######## design 1 ########
**Design 1: I/O nets highlighted**

Drawn at 2 px/µm.
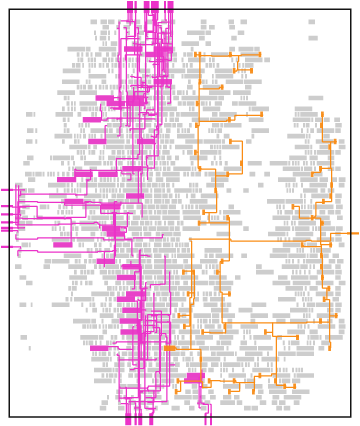

`src/rtl/core_pkg.sv`:
```
`default_nettype none
// ==== core_pkg : types and constants shared by the pipeline stages (rev 1.0) ====
package core_pkg;

  localparam logic [31:0] NOP_INSTR = 32'h0000_0000;

  typedef enum logic [0:0] {
    REQ  = 1'b0,
    HOLD = 1'b1
  } fetch_state_e;

  typedef struct packed {
    logic        valid;
    logic [31:0] instr;
    logic [31:0] pc_plus4;
  } if_id_t;

endpackage
`default_nettype wire

```
`src/rtl/if_id_reg.sv`:
```
`default_nettype none
// ==== if_id_reg : stage register, freeze beats flush beats load, else bubble (rev 1.0) ====
module if_id_reg
  import core_pkg::*;
#(
  parameter logic [31:0] FLUSH_INSTR = core_pkg::NOP_INSTR
) (
  input  logic   clk,
  input  logic   rst_n,
  input  logic   freeze,
  input  logic   flush,
  input  logic   load,
  input  if_id_t d,
  output if_id_t q
);

  if_id_t reg_d, reg_q;

  always_comb begin
    reg_d = reg_q;
    if (!freeze) begin
      reg_d.valid    = 1'b0;
      reg_d.instr    = FLUSH_INSTR;
      reg_d.pc_plus4 = 32'h0;
      if (!flush && load) begin
        reg_d = d;
      end
    end
  end

  always_ff @(posedge clk or negedge rst_n) begin
    if (!rst_n) begin
      reg_q.valid    <= 1'b0;
      reg_q.instr    <= FLUSH_INSTR;
      reg_q.pc_plus4 <= 32'h0;
    end else begin
      reg_q <= reg_d;
    end
  end

  assign q = reg_q;

endmodule
`default_nettype wire

```
`src/rtl/if_fetch_stage.sv`:
```
`default_nettype none
// ==== if_fetch_stage : PC, fetch FSM and skid buffer feeding the IF/ID register (rev 1.0) ====
module if_fetch_stage #(
  parameter logic [31:0] RESET_PC  = 32'h0000_0000,
  parameter logic [31:0] NOP_INSTR = 32'h0000_0000
) (
  input  logic        clk,
  input  logic        rst_n,
  input  logic        freeze,
  input  logic        condition,
  input  logic [31:0] branch_target,
  output logic        imem_req,
  output logic [31:0] imem_addr,
  input  logic        imem_rvalid,
  input  logic [31:0] imem_rdata,
  output logic        if_id_valid,
  output logic [31:0] if_id_instr,
  output logic [31:0] if_id_pc_plus4,
  output logic [31:0] pc_out
);
  import core_pkg::*;

  fetch_state_e state_q, state_d;
  logic [31:0]  pc_q, pc_d;
  logic         pend_q, pend_d;
  logic [31:0]  pend_tgt_q, pend_tgt_d;
  logic [31:0]  skid_instr_q, skid_instr_d;
  logic [31:0]  skid_pc4_q, skid_pc4_d;
  logic         started_q;

  logic         redir, fetching, rvalid, ifid_load;
  logic [31:0]  pc_plus4;
  if_id_t       ifid_d, ifid_q;

  assign redir    = condition & ~freeze;
  // No request goes out until the first edge after reset release.
  assign fetching = started_q & (state_q == REQ);
  assign rvalid   = fetching & imem_rvalid;
  assign pc_plus4 = pc_q + 32'd4;

  always_comb begin
    state_d      = state_q;
    pc_d         = pc_q;
    pend_d       = pend_q;
    pend_tgt_d   = pend_tgt_q;
    skid_instr_d = skid_instr_q;
    skid_pc4_d   = skid_pc4_q;
    ifid_load    = 1'b0;
    ifid_d       = '{1'b1, imem_rdata, pc_plus4};
    if (state_q == REQ) begin
      if (rvalid && (pend_q || redir)) begin
        pc_d   = redir ? branch_target : pend_tgt_q;
        pend_d = 1'b0;
      end else if (rvalid && freeze) begin
        skid_instr_d = imem_rdata;
        skid_pc4_d   = pc_plus4;
        pc_d         = pc_plus4;
        state_d      = HOLD;
      end else if (rvalid) begin
        ifid_load = 1'b1;
        pc_d      = pc_plus4;
      end else if (redir) begin
        // Address must stay stable until the in-flight word returns.
        pend_d     = 1'b1;
        pend_tgt_d = branch_target;
      end
    end else begin
      if (redir) begin
        pc_d    = branch_target;
        state_d = REQ;
      end else if (!freeze) begin
        ifid_load = 1'b1;
        ifid_d    = '{1'b1, skid_instr_q, skid_pc4_q};
        state_d   = REQ;
      end
    end
  end

  always_ff @(posedge clk or negedge rst_n) begin
    if (!rst_n) begin
      state_q      <= REQ;
      pc_q         <= RESET_PC;
      pend_q       <= 1'b0;
      pend_tgt_q   <= 32'h0;
      skid_instr_q <= NOP_INSTR;
      skid_pc4_q   <= 32'h0;
      started_q    <= 1'b0;
    end else begin
      state_q      <= state_d;
      pc_q         <= pc_d;
      pend_q       <= pend_d;
      pend_tgt_q   <= pend_tgt_d;
      skid_instr_q <= skid_instr_d;
      skid_pc4_q   <= skid_pc4_d;
      started_q    <= 1'b1;
    end
  end

  if_id_reg #(
    .FLUSH_INSTR(NOP_INSTR)
  ) u_if_id_reg (
    .clk   (clk),
    .rst_n (rst_n),
    .freeze(freeze),
    .flush (redir),
    .load  (ifid_load),
    .d     (ifid_d),
    .q     (ifid_q)
  );

  assign imem_req       = fetching;
  assign imem_addr      = pc_q;
  assign pc_out         = pc_q;
  assign if_id_valid    = ifid_q.valid;
  assign if_id_instr    = ifid_q.instr;
  assign if_id_pc_plus4 = ifid_q.pc_plus4;

endmodule
`default_nettype wire

```
`config.mk`:
```
export PLATFORM = sky130hd
export DESIGN_NAME = if_fetch_stage
export DESIGN_NICKNAME = d
export VERILOG_FILES = /design/src/rtl/core_pkg.sv /design/src/rtl/if_id_reg.sv /design/src/rtl/if_fetch_stage.sv
export SDC_FILE = /design/constraint.sdc
export NUM_CORES = 1
export LEC_CHECK = 0
export ABC_AREA = 1
export CAP_MARGIN = 20
export CORE_ASPECT_RATIO = 1.2
export CORE_MARGIN = 2
export CORE_UTILIZATION = 30
export CTS_CLUSTER_SIZE = 28
export DETAILED_ROUTE_END_ITERATION = 16
export SYNTH_ARGS = -nofsm -noshare
export SYNTH_HDL_FRONTEND = slang
export SYNTH_SLANG_ARGS = --single-unit
```
`constraint.sdc`:
```
create_clock -name clk -period 1.61 [get_ports clk]
set_clock_uncertainty 0.05 [all_clocks]
set_input_delay 0.322 -clock clk [delete_from_list [all_inputs] [get_ports clk]]
set_output_delay 0.322 -clock clk [all_outputs]
set_load 0.01 [all_outputs]
```
######## design 2 ########
[src/rtl/ldtu_rx_decoder_if.sv]
// Stream bundle for the LiTE-DTU receive decoder: 32-bit word input,
// 13-bit sample output and the per-word error pulses.
`timescale 1ns/1ps
interface ldtu_rx_decoder_if;
  logic [31:0] in_data;
  logic        in_valid;
  logic        in_ready;
  logic [12:0] out_data;
  logic        out_valid;
  logic        out_ready;
  logic        err_header;
  logic        err_count;
  logic        err_frame;

  modport master (
    output in_data, in_valid, out_ready,
    input  in_ready, out_data, out_valid, err_header, err_count, err_frame
  );

  modport slave (
    input  in_data, in_valid, out_ready,
    output in_ready, out_data, out_valid, err_header, err_count, err_frame
  );
endinterface

[src/rtl/ldtu_rx_decoder.sv]
// LiTE-DTU receive decoder: unpacks baseline/signal words into one 13-bit sample
// per cycle and checks trailer word counts and frame-number sequence.
`timescale 1ns/1ps
module ldtu_rx_decoder #(
  parameter int          Nbits_32  = 32,
  parameter int          Nbits_12  = 12,
  parameter logic [31:0] IDLE_WORD = 32'hEAAAAAAA,
  parameter int          CNT_BITS  = 8
) (
  input  logic              CLK,
  input  logic              rst_b,
  ldtu_rx_decoder_if.slave  bus
);

  localparam int SampleW = Nbits_12 + 1;

  typedef enum logic {EMPTY, UNPACK} state_e;

  state_e               state_q, state_d;
  logic [29:0]          shreg_q, shreg_d;
  logic [2:0]           remaining_q, remaining_d;
  logic                 is_sig_q, is_sig_d;
  logic [CNT_BITS-1:0]  wcnt_q, wcnt_d;
  logic [CNT_BITS-1:0]  fref_q, fref_d;
  logic                 fref_vld_q, fref_vld_d;
  logic                 err_header_q, err_header_d;
  logic                 err_count_q, err_count_d;
  logic                 err_frame_q, err_frame_d;

  logic [Nbits_32-1:0]  w;
  logic hdr_base5, hdr_basen, hdr_sig2, hdr_sig1, hdr_trl, hdr_idle;
  logic is_data, illegal, in_ready, accept, pop;

  assign w         = bus.in_data;
  assign hdr_base5 = (w[31:30] == 2'b01);
  assign hdr_basen = (w[31:30] == 2'b10) && (w[27:24] != 4'd0) && (w[27:24] <= 4'd4);
  assign hdr_sig2  = (w[31:26] == 6'b001010);
  assign hdr_sig1  = (w[31:26] == 6'b001011);
  assign hdr_trl   = (w[31:28] == 4'b1101);
  assign hdr_idle  = (w == IDLE_WORD);
  assign is_data   = hdr_base5 | hdr_basen | hdr_sig2 | hdr_sig1;
  assign illegal   = !(is_data | hdr_trl | hdr_idle);

  // A new word may enter on the edge that hands off the last sample of the current one.
  assign in_ready = rst_b && ((state_q == EMPTY) || (bus.out_ready && remaining_q == 3'd1));
  assign accept   = bus.in_valid && in_ready;
  assign pop      = (state_q == UNPACK) && bus.out_ready;

  always_comb begin
    // NOTE: every next-state signal gets its default first so no path can infer a latch.
    state_d      = state_q;
    shreg_d      = shreg_q;
    remaining_d  = remaining_q;
    is_sig_d     = is_sig_q;
    wcnt_d       = wcnt_q;
    fref_d       = fref_q;
    fref_vld_d   = fref_vld_q;
    err_header_d = 1'b0;
    err_count_d  = 1'b0;
    err_frame_d  = 1'b0;

    if (pop) begin
      shreg_d     = is_sig_q ? (shreg_q >> 13) : (shreg_q >> 6);
      remaining_d = remaining_q - 3'd1;
      if (remaining_q == 3'd1) state_d = EMPTY;
    end

    if (accept) begin
      if (is_data) begin
        state_d  = UNPACK;
        is_sig_d = hdr_sig2 | hdr_sig1;
        wcnt_d   = (wcnt_q == '1) ? wcnt_q : wcnt_q + CNT_BITS'(1);
        if (hdr_base5) begin
          shreg_d     = w[29:0];
          remaining_d = 3'd5;
        end else if (hdr_basen) begin
          shreg_d     = {6'b0, w[23:0]};
          remaining_d = 3'(w[27:24]);
        end else if (hdr_sig2) begin
          shreg_d     = {4'b0, w[25:0]};
          remaining_d = 3'd2;
        end else begin
          shreg_d     = {17'b0, w[12:0]};
          remaining_d = 3'd1;
        end
      end else if (hdr_trl) begin
        err_count_d = (CNT_BITS'(w[19:12]) != wcnt_q);
        wcnt_d      = '0;
        err_frame_d = fref_vld_q && (CNT_BITS'(w[27:20]) != fref_q + CNT_BITS'(1));
        fref_d      = CNT_BITS'(w[27:20]);
        fref_vld_d  = 1'b1;
      end else if (illegal) begin
        err_header_d = 1'b1;
      end
    end
  end

  always_ff @(posedge CLK) begin
    if (!rst_b) begin
      state_q      <= EMPTY;
      shreg_q      <= '0;
      remaining_q  <= '0;
      is_sig_q     <= 1'b0;
      wcnt_q       <= '0;
      fref_q       <= '0;
      fref_vld_q   <= 1'b0;
      err_header_q <= 1'b0;
      err_count_q  <= 1'b0;
      err_frame_q  <= 1'b0;
    end else begin
      state_q      <= state_d;
      shreg_q      <= shreg_d;
      remaining_q  <= remaining_d;
      is_sig_q     <= is_sig_d;
      wcnt_q       <= wcnt_d;
      fref_q       <= fref_d;
      fref_vld_q   <= fref_vld_d;
      err_header_q <= err_header_d;
      err_count_q  <= err_count_d;
      err_frame_q  <= err_frame_d;
    end
  end

  // Baseline samples carry no gain bit; signal samples are taken whole.
  assign bus.out_data   = is_sig_q ? SampleW'(shreg_q[12:0]) : SampleW'(shreg_q[5:0]);
  assign bus.out_valid  = (state_q == UNPACK);
  assign bus.in_ready   = in_ready;
  assign bus.err_header = err_header_q;
  assign bus.err_count  = err_count_q;
  assign bus.err_frame  = err_frame_q;

endmodule

[src/flat_wrapper.sv]
// flat-port wrapper written by rule: the top's interface ports become plain ports
module ldtu_rx_decoder_flat 
#(
  parameter int          Nbits_32  = 32,
  parameter int          Nbits_12  = 12,
  parameter logic [31:0] IDLE_WORD = 32'hEAAAAAAA,
  parameter int          CNT_BITS  = 8
)
  (CLK, rst_b, bus_in_data, bus_in_valid, bus_out_ready, bus_in_ready, bus_out_data, bus_out_valid, bus_err_header, bus_err_count, bus_err_frame);
  ldtu_rx_decoder_if bus_i ();
  input  logic CLK;
  input  logic rst_b;
  input wire logic [$bits(bus_i.in_data)-1:0] bus_in_data;
  input wire logic [$bits(bus_i.in_valid)-1:0] bus_in_valid;
  input wire logic [$bits(bus_i.out_ready)-1:0] bus_out_ready;
  output wire logic [$bits(bus_i.in_ready)-1:0] bus_in_ready;
  output wire logic [$bits(bus_i.out_data)-1:0] bus_out_data;
  output wire logic [$bits(bus_i.out_valid)-1:0] bus_out_valid;
  output wire logic [$bits(bus_i.err_header)-1:0] bus_err_header;
  output wire logic [$bits(bus_i.err_count)-1:0] bus_err_count;
  output wire logic [$bits(bus_i.err_frame)-1:0] bus_err_frame;
  assign bus_i.in_data = bus_in_data;
  assign bus_i.in_valid = bus_in_valid;
  assign bus_i.out_ready = bus_out_ready;
  assign bus_in_ready = bus_i.in_ready;
  assign bus_out_data = bus_i.out_data;
  assign bus_out_valid = bus_i.out_valid;
  assign bus_err_header = bus_i.err_header;
  assign bus_err_count = bus_i.err_count;
  assign bus_err_frame = bus_i.err_frame;
  ldtu_rx_decoder #(.Nbits_32(Nbits_32), .Nbits_12(Nbits_12), .IDLE_WORD(IDLE_WORD), .CNT_BITS(CNT_BITS)) u_core (.CLK(CLK), .rst_b(rst_b), .bus(bus_i));
endmodule
[config.mk]
export PLATFORM = sky130hd
export DESIGN_NAME = ldtu_rx_decoder_flat
export DESIGN_NICKNAME = d
export VERILOG_FILES = /design/src/rtl/ldtu_rx_decoder_if.sv /design/src/rtl/ldtu_rx_decoder.sv /design/src/flat_wrapper.sv
export SDC_FILE = /design/constraint.sdc
export NUM_CORES = 1
export LEC_CHECK = 0
export ABC_AREA = 1
export CORE_MARGIN = 1
export CORE_UTILIZATION = 39
export CTS_CLUSTER_DIAMETER = 120
export CTS_CLUSTER_SIZE = 10
export DETAILED_ROUTE_END_ITERATION = 8
export PLACE_DENSITY = 0.69
export REMOVE_ABC_BUFFERS = 1
export SLEW_MARGIN = 20
export SYNTH_ARGS = -nofsm -noshare
export SYNTH_HDL_FRONTEND = slang
export SYNTH_SLANG_ARGS = --single-unit
[constraint.sdc]
create_clock -name CLK -period 2.1 [get_ports CLK]
set_input_delay 0.21 -clock CLK [delete_from_list [all_inputs] [get_ports CLK]]
set_output_delay 0.21 -clock CLK [all_outputs]
set_load 0.02 [all_outputs]
**Design 1: track usage over the die**

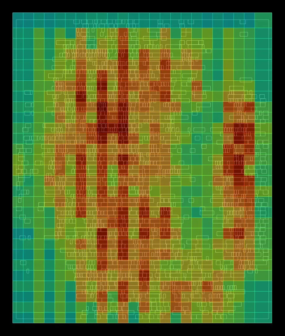
met1 Usage GRT: 24.1%
GR Util met3: 2.31%
fin util: 49.2%
Tot GR Track Use: 18.3%
most used routing layer: met2

## Picture notes: 'I/O nets highlighted' of design 1
| port | colour | direction | edge | end cells | buffers | wire |
|---|---|---|---|---|---|---|
| imem_addr | magenta | output | 15 top, 10 bottom, 7 left | 32 | 65 | 3040 µm |
| freeze | orange | input | right | 67 | 3 | 949 µm |
Ports: 199
IO buf count: 198

==> GITHUB_STEP_SUMMARY, design 1 <==
### Yosys + OpenROAD results

| Metric | Value |
|---|---|
| H-tree Lvls | `4` |
| Yosys top cell by area | `dfrtp_1` |
| First drt pass iteration count | `6` |
| Die Size | `34500 µm²` |
| Die height | `203 µm` |
| Yosys Instances | `1324` |
| Row cnt | `72` |
| Worst vdd ir | `0.831 mV` |
| Yosys reg bits | `196` |
| Status | `finished, violations left` |
| Layout cells sized above 1 | `31.8%` |
| Post-DP HPWL | `21.7 mm` |
| Failing checks | `setup timing` |
| DRC Markers | `0` |
| Final nets | `1731` |
| Top-area cell share | `49.5%` |
| Flip-flops with a built-in enable | `0` |
| Final Instance Area | `15900 µm²` |
| Top cells, area | `dfrtp_1 (49%), nand2_1 (18%), nor2_1 (6.9%), o21ai_0 (6.0%), o31ai_1 (2.7%)` |
| Setup slack after layout | `-0.187 ns` |
| Power Dens Cells | `1320 nW/µm²` |
| Worst hold endpoint | `state_q$_DFF_PN0_` |
| Dpl cells | `1967` |
| Non-Filler Instances | `2081` |
| Family with the most delay on the worst path | `simple AND/OR/NAND/NOR gates` |
| Peak Freq | `557 MHz` |
| Sink Count | `196` |
| Final count of negative-setup-slack endpoints | `98` |
| Clk pwr share | `21.0%` |
| Ys Warns | `0` |
| Worst Setup EP | `imem_addr[15]$_DFFE_PN0P_` |
==> design 1: per-layer routing <==
metal  wire length [µm]  part of all wire, %  GRT usage (%)  vias to the layer above
met5                  0                    0              0                        -
met4                996                  2.7           6.23                        0
met3               1760                  4.8           2.31                       72
met2              18900                   52           31.0                      402
met1              15100                   41           24.1                     4943
li1                   -                    -              -                     4860
==> design 1: registers in the layout (all words and copies together) (netlist names) <==
signal,count
pend_tgt_q,32
started_q,1
skid_pc4_q,32
pend_q,1
imem_addr,32
state_q,1
skid_instr_q,32
u_if_id_reg.q,65
==> design 1: power by group through the flow <==
stage | Sequential (W) | Clock, W | Combinational (W)
finish | 0.00710 | 0.00443 | 0.00959
global route | 0.00724 | 0.00470 | 0.0103
CTS | 0.00698 | 0.00452 | 0.00834
detailed placement | 0.00713 | 0 | 0.00713
global placement | 0.00709 | 0 | 0.00705
floorplan | 0.00729 | 0 | 0.00317
==> design 1: cell type report <==
type | count | area [µm²]
fill | 2960 | 16500
multi-input combinational | 956 | 5440
sequential | 196 | 4920
timing repair buffer | 420 | 4200
tap | 407 | 509
clock buffer | 20 | 457
inverter | 70 | 278
clock inverter | 12 | 141
**Design 2: wiring heat map**

Drawn at 4 px/µm. 19 x 19 tiles, from white (low) to dark blue (high), scaled to the fullest tile. Values are wire area over tile area, all layers added.
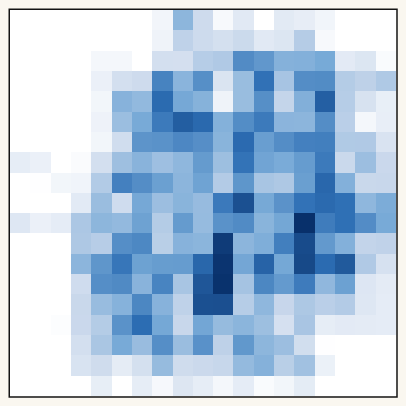
tiles over half the peak: 26%
mean over tiles: 0.15
emptiest ninth of the die: top left
fullest tile: 0.48
nearly empty tiles: 24%
Vias: 3460
WL/cell: 12.9 µm
routed wire length: 8.74 mm
Tot GR Track Use: 19.7%

==> GITHUB_STEP_SUMMARY, design 2 <==
### Yosys + OpenROAD results

| Metric | Value |
|---|---|
| Status | `complete, no violations` |
| Root buf cell | `clkbuf_8` |
| Clk pwr share | `32.6%` |
| Crit path cell chain | `buf_4 > nand2_1 > inv_1 > clkdlybuf4s50_1` |
| Power Dens Cells | `527 nW/µm²` |
| Max power group | `registers` |
| Hold/Removal Path Class | `flop to flop` |
| Hold Path Stages | `2` |
| Post-Syn Instances | `521` |
| Top cells, area | `dfxtp_1 (32%), nand2_1 (9.2%), nand3_1 (7.5%), a21oi_1 (7.2%), nor2_1 (6.6%)` |
| Non-Filler Instances | `678` |
| Clock latency on the worst-skew pair | `0.31 ns` |
| Vias in the first global route | `3104` |
| TritonCTS buffer count | `5` |
| Fin util | `49.1%` |
| H-tree Lvls | `2` |
| Area figure in the yosys stat output | `3490 µm²` |
| Post-CTS setup buffers | `0` |
| Most used routing layer | `met2` |
| Chip width | `96.5 µm` |
| Adder Area Share | `1.44%` |
design 2: cell families after synthesis:
kind of cell / count (synthesis)
DFF: 55
xor gates and xnor gates: 16
adders and majority gates: 4
AOI/OAI and AO/OA: 117
and+or+nand+nor: 232
buffers and inverters: 97
design 2: placed cells by master (no fill, tap or decap), types with 2 or more instances in the layout:
master and n:
a211oi_2 2, a21oi_1 50, a21oi_2 4, a22oi_1 6
buf_12 2, buf_4 18, clkbuf_8 6, clkdlybuf4s50_1 52
clkinv_1 2, dfxtp_1 55, ha_1 4, inv_1 59
inv_2 4, nand2_1 84, nand2_2 7, nand2_4 3
nand2_8 2, nand3_1 52, nand3_2 2, nand4_1 5
nor2_1 61, nor2_4 3, nor3_1 4, nor4_1 2
o21ai_0 41, o21ai_1 10, xnor2_1 4, xor2_1 12
design 2: worst min-delay path, cell delays in order, from the launching register on:
cell and delay, ns:
dfxtp_1 0.31, inv_1 0.06, o21ai_0 0.08

######## design 3 ########
**Design 3: I/O nets highlighted**

Drawn at 4 px/µm.
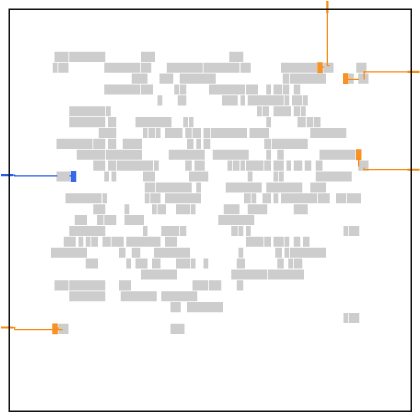

[config.mk]
export PLATFORM = sky130hd
export DESIGN_NAME = multi_debouncer
export DESIGN_NICKNAME = d
export VERILOG_FILES = /design/src/rtl/debounce_pkg.sv /design/src/rtl/debounce_channel.sv /design/src/rtl/multi_debouncer.sv
export SDC_FILE = /design/constraint.sdc
export NUM_CORES = 1
export LEC_CHECK = 0
export CAP_MARGIN = 10
export CORE_MARGIN = 10
export CORE_UTILIZATION = 30
export DETAILED_ROUTE_END_ITERATION = 6
export GPL_ROUTABILITY_DRIVEN = 0
export GPL_TIMING_DRIVEN = 0
export PLACE_DENSITY = 0.48
export RECOVER_POWER = 25
export SLEW_MARGIN = 20
export SYNTH_ARGS = -nofsm -noshare
export SYNTH_HDL_FRONTEND = slang
export SYNTH_SLANG_ARGS = --single-unit
export TNS_END_PERCENT = 50
[constraint.sdc]
create_clock -name clk -period 5.4 [get_ports clk]
set_clock_uncertainty 0.1 [all_clocks]
set_input_delay 1.08 -clock clk [delete_from_list [all_inputs] [get_ports clk]]
set_output_delay 1.08 -clock clk [all_outputs]
set_load 0.1 [all_outputs]
[src/rtl/debounce_pkg.sv]
// -----------------------------------------------------------------------------
// debounce_pkg
// Shared defaults and helpers for the multi-channel debouncer.
//   DEF_CHANNELS      default number of channels
//   DEF_TICK_DIV      default clk cycles per sample tick
//   DEF_STABLE_TICKS  default number of mismatching ticks before q changes
//   DEF_INIT_LEVEL    default reset level of q and the synchronisers
//   clog2_min1()      ceil(log2(value)), never less than 1 bit
// Optional feature macro used by the design: MULTI_DEBOUNCER_EDGE_EN
// -----------------------------------------------------------------------------
package debounce_pkg;

   localparam int   DEF_CHANNELS     = 4;
   localparam int   DEF_TICK_DIV     = 10000;
   localparam int   DEF_STABLE_TICKS = 8;
   localparam logic DEF_INIT_LEVEL   = 1'b0;

   // Register width for a counter that must hold value-1; a zero-width
   // result (value of 1) is widened to a single bit.
   function automatic int clog2_min1(input int value);
      int w;
      w = $clog2(value);
      if (w < 1) begin
         w = 1;
      end else begin
         w = w;
      end
      return w;
   endfunction

endpackage

[src/rtl/debounce_channel.sv]
// -----------------------------------------------------------------------------
// debounce_channel
// One debounced input: 2-flop synchroniser, stability counter, debounced
// level and optional edge pulses.
//   i_clk    clock, rising edge
//   i_reset  asynchronous active-high reset
//   i_tick   shared sample tick from the prescaler (one cycle wide)
//   i_in     raw asynchronous input
//   o_q      debounced level (registered)
//   o_rise   one-cycle pulse in the first cycle o_q shows 1 after a 0
//   o_fall   one-cycle pulse in the first cycle o_q shows 0 after a 1
// Macro MULTI_DEBOUNCER_EDGE_EN: when undefined o_rise/o_fall are tied to 0
// and no edge registers exist.
// -----------------------------------------------------------------------------
module debounce_channel
   import debounce_pkg::*;
#(
   parameter int   STABLE_TICKS = DEF_STABLE_TICKS,
   parameter logic INIT_LEVEL   = DEF_INIT_LEVEL
) (
   input  logic i_clk,
   input  logic i_reset,
   input  logic i_tick,
   input  logic i_in,
   output logic o_q,
   output logic o_rise,
   output logic o_fall
);

   localparam int             CW      = clog2_min1(STABLE_TICKS + 1);
   localparam logic [CW-1:0]  CNT_MAX = CW'(STABLE_TICKS - 1);

   logic          r_sync1;
   logic          r_sync2;
   logic          r_q;
   logic [CW-1:0] r_cnt;
   logic          w_mismatch;
   logic          w_load;

   assign w_mismatch = (r_sync2 != r_q);
   // Final qualifying tick: q takes the synchronised level on this edge.
   assign w_load     = w_mismatch & i_tick & (r_cnt == CNT_MAX);
   assign o_q        = r_q;

   // Synchroniser, stability counter and debounced level.
   always_ff @(posedge i_clk or posedge i_reset) begin
      if (i_reset) begin
         r_sync1 <= INIT_LEVEL;
         r_sync2 <= INIT_LEVEL;
         r_q     <= INIT_LEVEL;
         r_cnt   <= '0;
      end else begin
         r_sync1 <= i_in;
         r_sync2 <= r_sync1;
         // Any cycle where the input agrees with q restarts qualification,
         // whether or not a tick is present.
         if (!w_mismatch) begin
            r_cnt <= '0;
         end else if (w_load) begin
            r_q   <= r_sync2;
            r_cnt <= '0;
         end else if (i_tick) begin
            r_cnt <= r_cnt + CW'(1);
         end else begin
            r_cnt <= r_cnt;
         end
      end
   end

`ifdef MULTI_DEBOUNCER_EDGE_EN
   logic r_rise;
   logic r_fall;

   // Edge pulses are registered on the same edge that updates q.
   always_ff @(posedge i_clk or posedge i_reset) begin
      if (i_reset) begin
         r_rise <= 1'b0;
         r_fall <= 1'b0;
      end else begin
         r_rise <= w_load &  r_sync2;
         r_fall <= w_load & ~r_sync2;
      end
   end

   assign o_rise = r_rise;
   assign o_fall = r_fall;
`else
   assign o_rise = 1'b0;
   assign o_fall = 1'b0;
`endif

endmodule

[src/rtl/multi_debouncer.sv]
// -----------------------------------------------------------------------------
// multi_debouncer
// CHANNELS independent debouncers sharing one sample-tick prescaler.
//   clk    clock, rising edge
//   reset  asynchronous active-high reset
//   in     raw asynchronous inputs, CHANNELS bits
//   q      debounced levels, registered
//   rise   one-cycle pulse per channel when q[i] goes 0->1
//   fall   one-cycle pulse per channel when q[i] goes 1->0
// Macro MULTI_DEBOUNCER_EDGE_EN: when undefined rise/fall are tied to 0.
// -----------------------------------------------------------------------------
module multi_debouncer
   import debounce_pkg::*;
#(
   parameter int   CHANNELS     = DEF_CHANNELS,
   parameter int   TICK_DIV     = DEF_TICK_DIV,
   parameter int   STABLE_TICKS = DEF_STABLE_TICKS,
   parameter logic INIT_LEVEL   = DEF_INIT_LEVEL
) (
   input  logic                clk,
   input  logic                reset,
   input  logic [CHANNELS-1:0] in,
   output logic [CHANNELS-1:0] q,
   output logic [CHANNELS-1:0] rise,
   output logic [CHANNELS-1:0] fall
);

   localparam int            PW        = clog2_min1(TICK_DIV);
   localparam logic [PW-1:0] PRESC_MAX = PW'(TICK_DIV - 1);

   logic [PW-1:0] r_presc;
   logic          w_tick;

   // With TICK_DIV of 1 the prescaler sits at 0 and ticks every cycle.
   assign w_tick = (r_presc == PRESC_MAX);

   // Shared prescaler counting 0..TICK_DIV-1.
   always_ff @(posedge clk or posedge reset) begin
      if (reset) begin
         r_presc <= '0;
      end else if (w_tick) begin
         r_presc <= '0;
      end else begin
         r_presc <= r_presc + PW'(1);
      end
   end

   for (genvar g = 0; g < CHANNELS; g++) begin : g_ch
      debounce_channel #(
         .STABLE_TICKS (STABLE_TICKS),
         .INIT_LEVEL   (INIT_LEVEL)
      ) u_channel (
         .i_clk   (clk),
         .i_reset (reset),
         .i_tick  (w_tick),
         .i_in    (in[g]),
         .o_q     (q[g]),
         .o_rise  (rise[g]),
         .o_fall  (fall[g])
      );
   end

endmodule

######## design 4 ########
File: src/rtl/dmem_stall_ctrl_if.sv
// ---------------------------------------------------------------------------
// dmem_stall_ctrl_if
// Data-memory bus between the M-stage stall controller and the data memory.
//
//   mem_req    controller -> memory  request, held for the whole access
//   mem_we     controller -> memory  write enable, meaningful only with mem_req
//   mem_addr   controller -> memory  word address (bits [1:0] are always 0)
//   mem_wdata  controller -> memory  store data
//   mem_ready  memory -> controller  completion strobe
//   mem_rdata  memory -> controller  load data, valid together with mem_ready
// ---------------------------------------------------------------------------
interface dmem_stall_ctrl_if;
    logic        mem_req;
    logic        mem_we;
    logic [31:0] mem_addr;
    logic [31:0] mem_wdata;
    logic        mem_ready;
    logic [31:0] mem_rdata;

    modport master (
        output mem_req,
        output mem_we,
        output mem_addr,
        output mem_wdata,
        input  mem_ready,
        input  mem_rdata
    );

    modport slave (
        input  mem_req,
        input  mem_we,
        input  mem_addr,
        input  mem_wdata,
        output mem_ready,
        output mem_rdata
    );
endinterface

File: src/rtl/dmem_stall_ctrl.sv
// ---------------------------------------------------------------------------
// dmem_stall_ctrl
// Holds the pipeline (F..M) while a load or store in the M stage talks to a
// variable-latency data memory. One access per M-stage instruction:
// IDLE -> ACCESS -> DONE, or IDLE -> DONE for a misaligned address. DONE
// releases the stall for exactly one cycle so the pipeline advances once.
//
// Parameter
//   TIMEOUT      ACCESS cycles allowed before the access is aborted (1..255)
// Ports
//   clk          rising-edge clock
//   reset_n      asynchronous active-low reset
//   MemReadM     load in M stage
//   MemWriteM    store in M stage (wins when both are high)
//   ALUResultM   byte address
//   WriteDataM   store data
//   mem          data-memory bus (master side)
//   StallM       combinational hold of pipeline registers F..M
//   ReadDataM    registered load result
//   timeout_err  sticky: an access timed out
//   misalign_err sticky: an access used a non-word-aligned address
// ---------------------------------------------------------------------------
module dmem_stall_ctrl #(
    parameter logic [7:0] TIMEOUT = 8'd255
) (
    input  logic                      clk,
    input  logic                      reset_n,
    input  logic                      MemReadM,
    input  logic                      MemWriteM,
    input  logic [31:0]               ALUResultM,
    input  logic [31:0]               WriteDataM,
    dmem_stall_ctrl_if.master         mem,
    output logic                      StallM,
    output logic [31:0]               ReadDataM,
    output logic                      timeout_err,
    output logic                      misalign_err
);

    typedef enum logic [1:0] {
        S_IDLE   = 2'd0,
        S_ACCESS = 2'd1,
        S_DONE   = 2'd2
    } state_t;

    state_t      r_state;
    state_t      w_state_next;
    logic [7:0]  r_wait_cnt;
    logic [7:0]  w_wait_cnt_inc;

    logic        r_mem_req;
    logic        r_mem_we;
    logic [31:0] r_mem_addr;
    logic [31:0] r_mem_wdata;
    logic [31:0] r_read_data;
    logic        r_timeout_err;
    logic        r_misalign_err;

    logic        w_op;
    logic        w_aligned;
    logic        w_start;
    logic        w_misalign;
    logic        w_complete;
    logic        w_timeout;
    logic        w_stall;

    assign w_op           = MemReadM | MemWriteM;
    assign w_aligned      = (ALUResultM[1:0] == 2'b00);
    assign w_wait_cnt_inc = r_wait_cnt + 8'd1;

    // State register.
    always_ff @(posedge clk or negedge reset_n) begin
        // NOTE: sequential state uses non-blocking assignments so every
        // register samples pre-edge values regardless of block ordering.
        if (!reset_n) begin
            r_state <= S_IDLE;
        end else begin
            r_state <= w_state_next;
        end
    end

    // Next-state and per-cycle decisions.
    always_comb begin
        // NOTE: every output gets a default first; a path that skips an
        // assignment would otherwise infer a latch.
        w_state_next = r_state;
        w_start      = 1'b0;
        w_misalign   = 1'b0;
        w_complete   = 1'b0;
        w_timeout    = 1'b0;
        w_stall      = 1'b0;

        case (r_state)
            S_IDLE: begin
                if (w_op) begin
                    w_stall = 1'b1;
                    if (w_aligned) begin
                        w_start      = 1'b1;
                        w_state_next = S_ACCESS;
                    end else begin
                        w_misalign   = 1'b1;
                        w_state_next = S_DONE;
                    end
                end
            end
            S_ACCESS: begin
                w_stall = 1'b1;
                // Completion is tested first so a ready on the timeout edge
                // still counts as a good access.
                if (mem.mem_ready) begin
                    w_complete   = 1'b1;
                    w_state_next = S_DONE;
                end else if (w_wait_cnt_inc == TIMEOUT) begin
                    w_timeout    = 1'b1;
                    w_state_next = S_DONE;
                end
            end
            S_DONE: begin
                w_state_next = S_IDLE;
            end
            default: begin
                w_state_next = S_IDLE;
            end
        endcase
    end

    // Wait counter: cleared on ACCESS entry, counts ACCESS cycles without
    // mem_ready. TIMEOUT >= 1 guarantees the abort fires before it wraps.
    always_ff @(posedge clk or negedge reset_n) begin
        if (!reset_n) begin
            r_wait_cnt <= 8'd0;
        end else if (w_start) begin
            r_wait_cnt <= 8'd0;
        end else if (r_state == S_ACCESS && !mem.mem_ready) begin
            r_wait_cnt <= w_wait_cnt_inc;
        end
    end

    // Memory bus registers. Address, data and we only change on ACCESS entry,
    // so they stay stable for the whole access.
    always_ff @(posedge clk or negedge reset_n) begin
        if (!reset_n) begin
            r_mem_req   <= 1'b0;
            r_mem_we    <= 1'b0;
            r_mem_addr  <= 32'd0;
            r_mem_wdata <= 32'd0;
        end else if (w_start) begin
            r_mem_req   <= 1'b1;
            r_mem_we    <= MemWriteM;
            r_mem_addr  <= {ALUResultM[31:2], 2'b00};
            r_mem_wdata <= WriteDataM;
        end else if (w_complete || w_timeout) begin
            r_mem_req   <= 1'b0;
            r_mem_we    <= 1'b0;
        end
    end

    // Load result and sticky error flags. r_mem_we still holds the access
    // kind on the completion edge, so it tells loads from stores.
    always_ff @(posedge clk or negedge reset_n) begin
        if (!reset_n) begin
            r_read_data    <= 32'd0;
            r_timeout_err  <= 1'b0;
            r_misalign_err <= 1'b0;
        end else begin
            if (w_misalign || w_timeout) begin
                r_read_data <= 32'd0;
            end else if (w_complete && !r_mem_we) begin
                r_read_data <= mem.mem_rdata;
            end
            if (w_timeout) begin
                r_timeout_err <= 1'b1;
            end
            if (w_misalign) begin
                r_misalign_err <= 1'b1;
            end
        end
    end

    assign mem.mem_req   = r_mem_req;
    assign mem.mem_we    = r_mem_we;
    assign mem.mem_addr  = r_mem_addr;
    assign mem.mem_wdata = r_mem_wdata;

    assign StallM        = w_stall;
    assign ReadDataM     = r_read_data;
    assign timeout_err   = r_timeout_err;
    assign misalign_err  = r_misalign_err;

endmodule
File: src/flat_wrapper.sv
// flat-port wrapper written by rule: the top's interface ports become plain ports
module dmem_stall_ctrl_flat 
#(
    parameter logic [7:0] TIMEOUT = 8'd255
)
  (clk, reset_n, MemReadM, MemWriteM, ALUResultM, WriteDataM, StallM, ReadDataM, timeout_err, misalign_err, mem_mem_req, mem_mem_we, mem_mem_addr, mem_mem_wdata, mem_mem_ready, mem_mem_rdata);
  dmem_stall_ctrl_if mem_i ();
  input  logic clk;
  input  logic reset_n;
  input  logic MemReadM;
  input  logic MemWriteM;
  input  logic [31:0] ALUResultM;
  input  logic [31:0] WriteDataM;
  output logic StallM;
  output logic [31:0] ReadDataM;
  output logic timeout_err;
  output logic misalign_err;
  output wire logic [$bits(mem_i.mem_req)-1:0] mem_mem_req;
  output wire logic [$bits(mem_i.mem_we)-1:0] mem_mem_we;
  output wire logic [$bits(mem_i.mem_addr)-1:0] mem_mem_addr;
  output wire logic [$bits(mem_i.mem_wdata)-1:0] mem_mem_wdata;
  input wire logic [$bits(mem_i.mem_ready)-1:0] mem_mem_ready;
  input wire logic [$bits(mem_i.mem_rdata)-1:0] mem_mem_rdata;
  assign mem_mem_req = mem_i.mem_req;
  assign mem_mem_we = mem_i.mem_we;
  assign mem_mem_addr = mem_i.mem_addr;
  assign mem_mem_wdata = mem_i.mem_wdata;
  assign mem_i.mem_ready = mem_mem_ready;
  assign mem_i.mem_rdata = mem_mem_rdata;
  dmem_stall_ctrl #(.TIMEOUT(TIMEOUT)) u_core (.clk(clk), .reset_n(reset_n), .MemReadM(MemReadM), .MemWriteM(MemWriteM), .ALUResultM(ALUResultM), .WriteDataM(WriteDataM), .mem(mem_i), .StallM(StallM), .ReadDataM(ReadDataM), .timeout_err(timeout_err), .misalign_err(misalign_err));
endmodule
File: config.mk
export PLATFORM = sky130hd
export DESIGN_NAME = dmem_stall_ctrl_flat
export DESIGN_NICKNAME = d
export VERILOG_FILES = /design/src/rtl/dmem_stall_ctrl_if.sv /design/src/rtl/dmem_stall_ctrl.sv /design/src/flat_wrapper.sv
export SDC_FILE = /design/constraint.sdc
export NUM_CORES = 1
export LEC_CHECK = 0
export ABC_AREA = 1
export CAP_MARGIN = 15
export CORE_UTILIZATION = 30
export CTS_CLUSTER_DIAMETER = 100
export DETAILED_ROUTE_END_ITERATION = 8
export GPL_TIMING_DRIVEN = 0
export HOLD_SLACK_MARGIN = 0.03
export SYNTH_ARGS = -nofsm -noshare
export SYNTH_HDL_FRONTEND = slang
export SYNTH_SLANG_ARGS = --single-unit
File: constraint.sdc
create_clock -name clk -period 3.3 [get_ports clk]
set_input_delay 0.66 -clock clk [delete_from_list [all_inputs] [get_ports clk]]
set_output_delay 0.66 -clock clk [all_outputs]
set_load 0.03 [all_outputs]
######## design 5 ########
File: src/rtl/calc_pkg.sv
// Operator and state types plus the single-cycle evaluation helper for calc_engine.
package calc_pkg;

  typedef enum logic [2:0] {
    OP_NONE = 3'd0,
    OP_ADD  = 3'd1,
    OP_SUB  = 3'd2,
    OP_MUL  = 3'd3,
    OP_DIV  = 3'd4,
    OP_EQ   = 3'd5
  } op_e;

  typedef enum logic [1:0] {
    ST_IDLE = 2'd0,
    ST_EXEC = 2'd1,
    ST_DIV  = 2'd2,
    ST_ERR  = 2'd3
  } state_e;

  localparam int unsigned EVAL_W = 64;

  // Inputs are zero-extended accumulator/operand values. Any set bit above the
  // caller's WIDTH then means carry, borrow (wraps to all ones) or mul overflow.
  function automatic logic [EVAL_W-1:0] eval(input logic [EVAL_W-1:0] a,
                                             input logic [EVAL_W-1:0] b,
                                             input op_e               op);
    logic [EVAL_W-1:0] r;
    case (op)
      OP_ADD:  r = a + b;
      OP_SUB:  r = a - b;
      OP_MUL:  r = a * b;
      OP_EQ:   r = a;
      default: r = b;
    endcase
    return r;
  endfunction

endpackage

File: src/rtl/calc_divider.sv
// Restoring divider: one quotient bit per cycle, WIDTH cycles per divide,
// with the first bit resolved on the start cycle itself.
module calc_divider #(
  parameter int unsigned WIDTH = 10
) (
  input  logic             clk,
  input  logic             rst_n,
  input  logic             start,
  input  logic             abort,
  input  logic [WIDTH-1:0] dividend,
  input  logic [WIDTH-1:0] divisor,
  output logic             busy,
  output logic             valid,
  output logic [WIDTH-1:0] quotient
);

  localparam int unsigned    CW   = $clog2(WIDTH + 1);
  localparam logic [CW-1:0] LAST = CW'(WIDTH - 1);

  logic [WIDTH-1:0] rem_q, quo_q, dvs_q;
  logic [WIDTH-1:0] rem_in, quo_in, dvs_in, rem_nxt, quo_nxt;
  logic [WIDTH:0]   trial;
  logic [CW-1:0]    cnt_q;
  logic             run_q, valid_q, qbit;

  always_comb begin
    rem_in  = start ? '0 : rem_q;
    quo_in  = start ? dividend : quo_q;
    dvs_in  = start ? divisor : dvs_q;
    trial   = {rem_in, quo_in[WIDTH-1]} - {1'b0, dvs_in};
    qbit    = ~trial[WIDTH];
    rem_nxt = qbit ? trial[WIDTH-1:0] : {rem_in[WIDTH-2:0], quo_in[WIDTH-1]};
    quo_nxt = {quo_in[WIDTH-2:0], qbit};
  end

  always_ff @(posedge clk or negedge rst_n) begin
    if (!rst_n) begin
      rem_q   <= '0;
      quo_q   <= '0;
      dvs_q   <= '0;
      cnt_q   <= '0;
      run_q   <= 1'b0;
      valid_q <= 1'b0;
    end else if (abort) begin
      cnt_q   <= '0;
      run_q   <= 1'b0;
      valid_q <= 1'b0;
    end else if (start) begin
      rem_q   <= rem_nxt;
      quo_q   <= quo_nxt;
      dvs_q   <= divisor;
      cnt_q   <= CW'(1);
      run_q   <= 1'b1;
      valid_q <= 1'b0;
    end else if (run_q) begin
      rem_q   <= rem_nxt;
      quo_q   <= quo_nxt;
      valid_q <= (cnt_q == LAST);
      run_q   <= (cnt_q != LAST);
      cnt_q   <= (cnt_q == LAST) ? '0 : cnt_q + 1'b1;
    end else begin
      valid_q <= 1'b0;
    end
  end

  assign busy     = run_q;
  assign valid    = valid_q;
  assign quotient = quo_q;

endmodule

File: src/rtl/calc_engine.sv
// Accumulator calculator core applying the pending operator when the next one arrives.
// Optional CALC_SAT_EN: saturate on overflow instead of wrapping.
//
// state   | meaning
// IDLE    | waiting for an operator strobe
// EXEC    | done pulse after a single-cycle op or divide; strobes still accepted
// DIV     | divider running, busy_o high, strobes dropped
// ERR     | divide by zero seen, locked until clr_i
module calc_engine
  import calc_pkg::*;
#(
  parameter int unsigned WIDTH = 10
) (
  input  logic             clk,
  input  logic             rst_n,
  input  logic             clr_i,
  input  logic [WIDTH-1:0] operand_i,
  input  logic [2:0]       op_i,
  input  logic             op_valid_i,
  output logic [WIDTH-1:0] result_o,
  output logic             busy_o,
  output logic             done_o,
  output logic             ovf_o,
  output logic             err_o
);

  state_e            state_q, state_d;
  op_e               pend_q, pend_d;
  logic [WIDTH-1:0]  acc_q, acc_d, res_w, quotient;
  logic              ovf_q, ovf_d, err_q, err_d, done_q, done_d;
  logic              ovf_w, div_start, div_busy, div_valid;
  logic [EVAL_W-1:0] raw;

  assign raw   = eval(EVAL_W'(acc_q), EVAL_W'(operand_i), pend_q);
  assign ovf_w = |raw[EVAL_W-1:WIDTH];

`ifdef CALC_SAT_EN
  assign res_w = ovf_w ? ((pend_q == OP_SUB) ? '0 : '1) : raw[WIDTH-1:0];
`else
  assign res_w = raw[WIDTH-1:0];
`endif

  calc_divider #(.WIDTH(WIDTH)) u_div (
    .clk      (clk),
    .rst_n    (rst_n),
    .start    (div_start),
    .abort    (clr_i),
    .dividend (acc_q),
    .divisor  (operand_i),
    .busy     (div_busy),
    .valid    (div_valid),
    .quotient (quotient)
  );

  always_comb begin
    state_d   = state_q;
    acc_d     = acc_q;
    pend_d    = pend_q;
    ovf_d     = ovf_q;
    err_d     = err_q;
    done_d    = 1'b0;
    div_start = 1'b0;
    if (clr_i) begin
      state_d = ST_IDLE;
      acc_d   = '0;
      pend_d  = OP_NONE;
      ovf_d   = 1'b0;
      err_d   = 1'b0;
    end else begin
      case (state_q)
        ST_IDLE, ST_EXEC: begin
          state_d = ST_IDLE;
          if (op_valid_i) begin
            pend_d = op_e'(op_i);
            if (pend_q == OP_DIV) begin
              if (operand_i == '0) begin
                err_d   = 1'b1;
                done_d  = 1'b1;
                state_d = ST_ERR;
              end else begin
                div_start = 1'b1;
                state_d   = ST_DIV;
              end
            end else begin
              acc_d   = res_w;
              ovf_d   = ovf_q | ovf_w;
              done_d  = 1'b1;
              state_d = ST_EXEC;
            end
          end
        end
        ST_DIV: begin
          if (div_valid) begin
            acc_d   = quotient;
            done_d  = 1'b1;
            state_d = ST_EXEC;
          end
        end
        ST_ERR:  state_d = ST_ERR;
        default: state_d = ST_IDLE;
      endcase
    end
  end

  always_ff @(posedge clk or negedge rst_n) begin
    if (!rst_n) begin
      state_q <= ST_IDLE;
      acc_q   <= '0;
      pend_q  <= OP_NONE;
      ovf_q   <= 1'b0;
      err_q   <= 1'b0;
      done_q  <= 1'b0;
    end else begin
      state_q <= state_d;
      acc_q   <= acc_d;
      pend_q  <= pend_d;
      ovf_q   <= ovf_d;
      err_q   <= err_d;
      done_q  <= done_d;
    end
  end

  assign result_o = acc_q;
  assign busy_o   = (state_q == ST_DIV) | div_busy;
  assign done_o   = done_q;
  assign ovf_o    = ovf_q;
  assign err_o    = err_q;

endmodule

File: config.mk
export PLATFORM = sky130hd
export DESIGN_NAME = calc_engine
export DESIGN_NICKNAME = d
export VERILOG_FILES = /design/src/rtl/calc_pkg.sv /design/src/rtl/calc_divider.sv /design/src/rtl/calc_engine.sv
export SDC_FILE = /design/constraint.sdc
export NUM_CORES = 1
export LEC_CHECK = 0
export CAP_MARGIN = 0
export CORE_MARGIN = 5
export CORE_UTILIZATION = 69
export CTS_BUF_LIST = sky130_fd_sc_hd__clkbuf_8
export DETAILED_ROUTE_END_ITERATION = 8
export PLACE_DENSITY = 0.89
export SYNTH_ARGS = -nofsm -noshare
export SYNTH_HDL_FRONTEND = slang
export SYNTH_SLANG_ARGS = --single-unit
File: constraint.sdc
create_clock -name clk -period 12.6 [get_ports clk]
set_clock_uncertainty 0.1 [all_clocks]
set_input_delay 1.26 -clock clk [delete_from_list [all_inputs] [get_ports clk]]
set_output_delay 1.26 -clock clk [all_outputs]
set_load 0.05 [all_outputs]
**Design 3: track usage over the die**

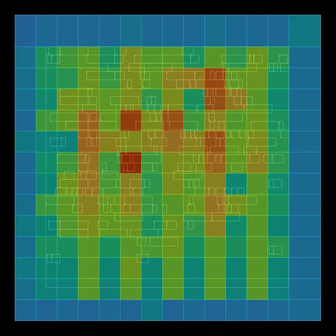
most used routing layer: met2
GR Util met3: 2.06%
WL/cell: 12.3 µm
fin util: 35.6%

Notes on 'I/O nets highlighted' of design 3 above:
| port | colour | direction | edge | end cells | buffers | wire |
|---|---|---|---|---|---|---|
| rise | orange | output | 2 right, 1 top, 1 left | 4 | 4 | 58.4 µm |
| reset | blue | input | left | 1 | 1 | 12.1 µm |
Ports: 18
IO buf count: 9

==> GITHUB_STEP_SUMMARY, design 3 <==
### Yosys + OpenROAD results

| Metric | Value |
|---|---|
| Crit path DRT | `4.22 ns` |
| Final Hold Viols | `0` |
| Status | `complete, no violations` |
| Worst vdd ir | `0.120 mV` |
| RR Startpoint | `r_presc[0]$_DFF_PP0_` |
| CP max FO | `3` |
| Most frequent cells in the layout | `dfrtp_1 (42), nand2_1 (27), a21oi_1 (16)` |
| Final Max Tran Viols | `0` |
| Top-area cell share | `54.6%` |
| Layout cells sized above 1 | `12.6%` |
| Tightest Pin Transition | `0.971 ns` |
| Power Dens Cells | `246 nW/µm²` |
| Vias/cell | `4.48` |
| CTS tree | `built` |
| Cell count of the worst reg-to-reg path | `7` |
| Lkg Pwr | `0.997 nW` |
| Slew headroom | `35.1%` |
| Mean Syn Cell Area | `10.6 µm²` |
-- design 3: state kept, by name (all words and copies together) (netlist names) --
name                    flops
g_ch.u_channel.r_cnt       16
r_presc                    14
g_ch.u_channel.o_q          4
g_ch.u_channel.r_sync1      4
g_ch.u_channel.r_sync2      4
-- design 3: logic make-up after synthesis --
family / synth area share [%]
compound gates: 7.02
xor+xnor: 5.91
fa+ha+maj: 3.25
buf+inv: 7.15
flops: 54.6
mux: 3.38
other cells: 0.195
simple gates: 18.5
-- design 3: per-stage QoR --
stage	power [W]	hold WS (ns)	worst slack, ns	utilization [%]	std cells
2_1_floorplan	0.000360	0.231	3.25	-	189
3_3_place_gp	0.000367	0.232	2.27	34.1	275
3_5_place_dp	0.000369	0.235	2.60	34.4	276
4_1_cts	0.000561	0.253	2.28	35.6	283
5_1_grt	0.000575	0.256	2.25	35.6	283
6_report	0.000549	0.251	2.31	35.6	283
-- design 3: layout make-up --
cell class | instances | area [µm²] | share of cell area, %
inverter | 5 | 18.8 | 0.840
sequential | 42 | 1050 | 47.1
buffer | 17 | 118 | 5.27
multi-input combinational | 125 | 763 | 34.2
timing repair buffer | 10 | 110 | 4.93
tap | 77 | 96.3 | 4.31
clock buffer | 7 | 76.3 | 3.42
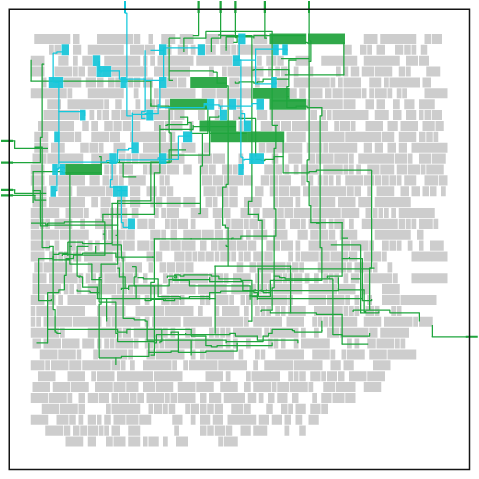
**Above:** design 5 (I/O nets highlighted).
Drawn at 4 px/µm.
| port | colour | direction | edge | end cells | buffers | wire |
|---|---|---|---|---|---|---|
| result_o | green | output | 5 top, 4 left, 1 right | 10 | 10 | 2200 µm |
| clr_i | cyan | input | top | 34 | 2 | 336 µm |
Ports: 31
IO buf count: 30

==> GITHUB_STEP_SUMMARY, design 5 <==
### Yosys + OpenROAD results

| Metric | Value |
|---|---|
| Setup slack after layout | `5.63 ns` |
| Final Instance Area | `7940 µm²` |
| Power share of the sequential group | `22.2%` |
| Crit path DRT | `12.71 ns` |
| Fin util | `73.5%` |
| TritonCTS buffer count | `5` |
| Worst path slowest cell | `clkdlybuf4s50_1` |
| CTS clk-pin slew, worst paths | `0.10 ns` |
| Tool Warnings | `37` |
| Status | `complete, no violations` |
| Die height | `115 µm` |
| Tot Pwr | `0.00114 W` |
| Initial antenna violation count | `0` |
| DRC Markers | `0` |
| Clkbuf count | `5` |
| Most frequent cells in the layout | `nand2_1 (129), inv_1 (115), ha_1 (87)` |
| Slew headroom | `38.7%` |
| Final Hold Viols | `0` |
| Power Dens Cells | `144 nW/µm²` |
-- design 5: cells by family (layout without fill, tap and decap cells) --
| family | Yosys count | count (layout) | synth area share (%) |
|---|---|---|---|
| buf+inv | 162 | 155 | 8.36 |
| simple gates | 298 | 298 | 19.2 |
| fa+ha+maj | 152 | 152 | 31.6 |
| compound gates | 215 | 215 | 18.9 |
| xor+xnor | 17 | 17 | 2.07 |
| mux | 15 | 15 | 2.02 |
| flops | 54 | 54 | 17.9 |
-- design 5: sequential cells by signal (all words and copies together), names as in the netlist --
signal / flops
u_div.busy: 1
pend_q: 3
u_div.cnt_q: 4
u_div.quotient: 10
result_o: 10
u_div.rem_q: 10
state_q: 2
err_o: 1
u_div.valid: 1
done_o: 1
ovf_o: 1
u_div.dvs_q: 10
-- design 5: critical path: cells and delay by family --
kind | cells | cell delay [ns]
buffers and inverters | 5 | 0.93
xor gates and xnor gates | 1 | 0.15
adders and majority gates | 6 | 2.81
and+or+nand+nor | 4 | 1.13
AOI/OAI and AO/OA | 3 | 0.80
**Design 4: gate families picked out**

Drawn at 3 px/µm.
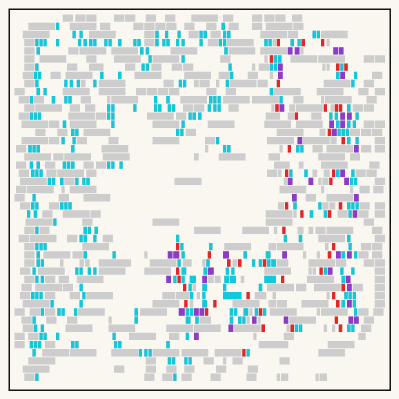
| family | colour | cells | most used |
|---|---|---|---|
| inverters | red | 48 | inv_1 |
| inverting AOI/OAI gates | purple | 44 | o21ai_0 |
| NAND gates | cyan | 294 | nand2_1 |
Comb/total area: 22.5%
Non-Filler Instances: 976
Commonest Layout Cell: nand2_1

**Design 4: wiring heat map**

Drawn at 3 px/µm. 25 x 25 tiles, from white (low) to dark blue (high), scaled to the fullest tile. Values are wire area over tile area, all layers added.
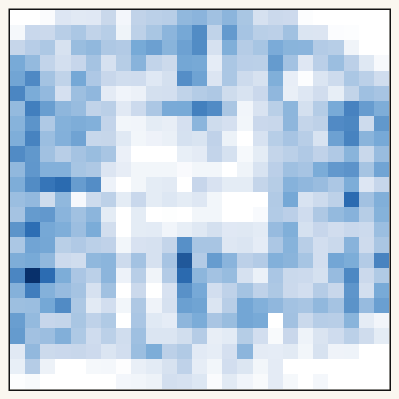
fullest tile: 0.49
emptiest ninth of the die: middle
nearly empty tiles: 9.4%
mean over tiles: 0.14
tiles over half the peak: 12%
Vias: 4274
WL/cell: 13.5 µm
Tot GR Track Use: 17.3%
routed wire length: 13.2 mm

==> GITHUB_STEP_SUMMARY, design 4 <==
### Yosys + OpenROAD results

| Metric | Value |
|---|---|
| Status | `complete, no violations` |
| Layout cells sized above 1 | `6.22%` |
| Vias in the first global route | `4424` |
| Int Power | `0.00358 W` |
| Clock latency on the worst-skew pair | `0.35 ns` |
| Tot Pwr | `0.00605 W` |
| RR Startpoint | `u_core.r_wait_cnt[0]$_DFFE_PN0P_` |
| Worst slack, placed | `0.467 ns` |
| Yosys Instances | `571` |
| First-pass GRT wire length | `21.7 mm` |
| WL met3 | `1.17 mm` |
| Power Dens Cells | `839 nW/µm²` |
| Final nets | `886` |
| Worst Setup EP | `StallM` |
| P_comb | `0.00285 W` |
| Top cells, area | `dfrtp_1 (58%), nand2_1 (23%), o21ai_0 (3.9%), inv_1 (3.8%), nor2_1 (2.6%)` |
| Final Hold Viols | `0` |
| Die height | `126 µm` |
| # diodes | `0` |
| Cell count of the worst reg-to-reg path | `9` |
| Worst path slowest cell | `clkdlybuf4s50_1` |
| DRC Markers | `0` |
| Met2 routed WL | `6.16 mm` |
| Top-area cell share | `58.1%` |
| Core ar. | `15100 µm²` |
| Logic area | `1620 µm²` |
| GR Util met3 | `5.74%` |
| Register area | `2700 µm²` |
| Initial DRC count | `180` |
| Tightest Pin Transition | `0.820 ns` |
| Area figure in the yosys stat output | `4650 µm²` |
| GR Util met2 | `29.3%` |
| CP max FO | `3` |
| Final ANT Viol Nets | `0` |
| Ys Warns | `0` |
| Final hold slack | `0.391 ns` |
| Switching pwr | `0.00247 W` |
| Most frequent CP cell | `clkdlybuf4s50_1` |
| Flop-to-flop setup slack | `1.56 ns` |
| Row cnt | `45` |
| Slew headroom | `45.3%` |
| Peak Freq | `355 MHz` |
| RSZ-0062 raised after global routing | `false` |
| Initial antenna violation count | `0` |
[design 4: cells in the mapped netlist (all sizes together)]
cell type,count
nand2,285
nand3,9
inv,48
a21oi,2
nor2,46
dfrtp,108
clkbuf,13
conb,1
buf,14
ha,2
xor2,1
o21ai,38
o22ai,4
[design 4: layout make-up]
| cell class | count | share of cell area, % |
|---|---|---|
| Clock inverter | 3 | 0.625 |
| Sequential cell | 108 | 37.5 |
| Timing Repair Buffer | 200 | 28.0 |
| Buffer | 27 | 2.03 |
| Multi-Input combinational cell | 389 | 22.5 |
| Clock buffer | 13 | 3.61 |
| Tap cell | 188 | 3.26 |
| Inverter | 48 | 2.50 |
[design 4: flip-flops by register name (all words and copies together) (netlist names)]
signal and flops:
u_core.ReadDataM 32, u_core.r_wait_cnt 8, u_core.mem.mem_wdata 32, u_core.timeout_err 1, u_core.mem.mem_req 1, u_core.misalign_err 1, u_core.mem.mem_we 1, u_core.r_state 2
u_core.mem.mem_addr 30
[design 4: cells by family after synthesis]
group	synth area share [%]
XOR/XNOR	0.188
flip-flops	58.1
buffers and inverters	7.02
AND-OR/OR-AND	4.84
AND/OR/NAND/NOR	29.2
adder cells (fa/ha/maj)	0.538
other	0.0807


==> gallery <==
Gate families picked out.
image #1
Drawn at 4 px/µm.
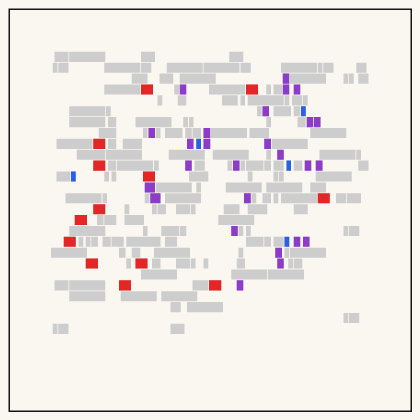
image #2
Drawn at 2 px/µm.
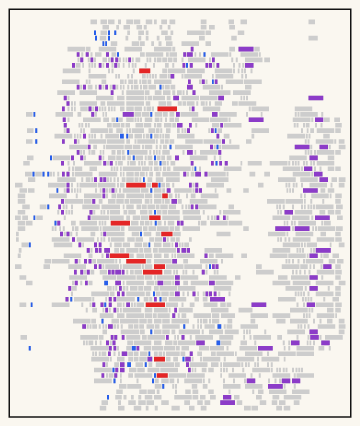
image #3
Drawn at 4 px/µm.
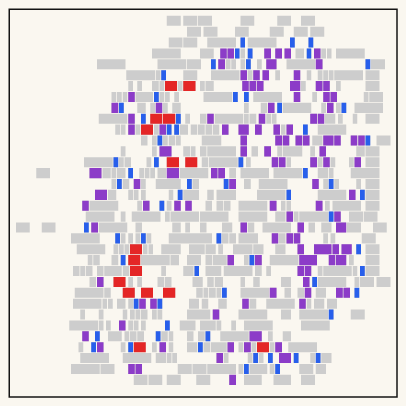
image #4
Drawn at 3 px/µm.
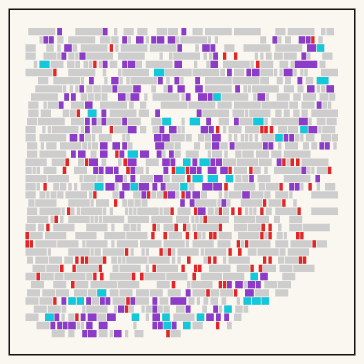
Image #3 is design 2.
Image #1 is design 3.
Image #2 is design 1.
Image #4 is design 5.
Of these, largest die: image #2
Of these, most cells: image #2

Key to image #4:
| family | colour | cells | most used |
|---|---|---|---|
| AND-OR and OR-AND gates | cyan | 35 | a21o_1 |
| inverting AOI/OAI gates | purple | 180 | o21ai_0 |
| inverters | red | 115 | inv_1 |

Power and IR drop assume default switching activity.
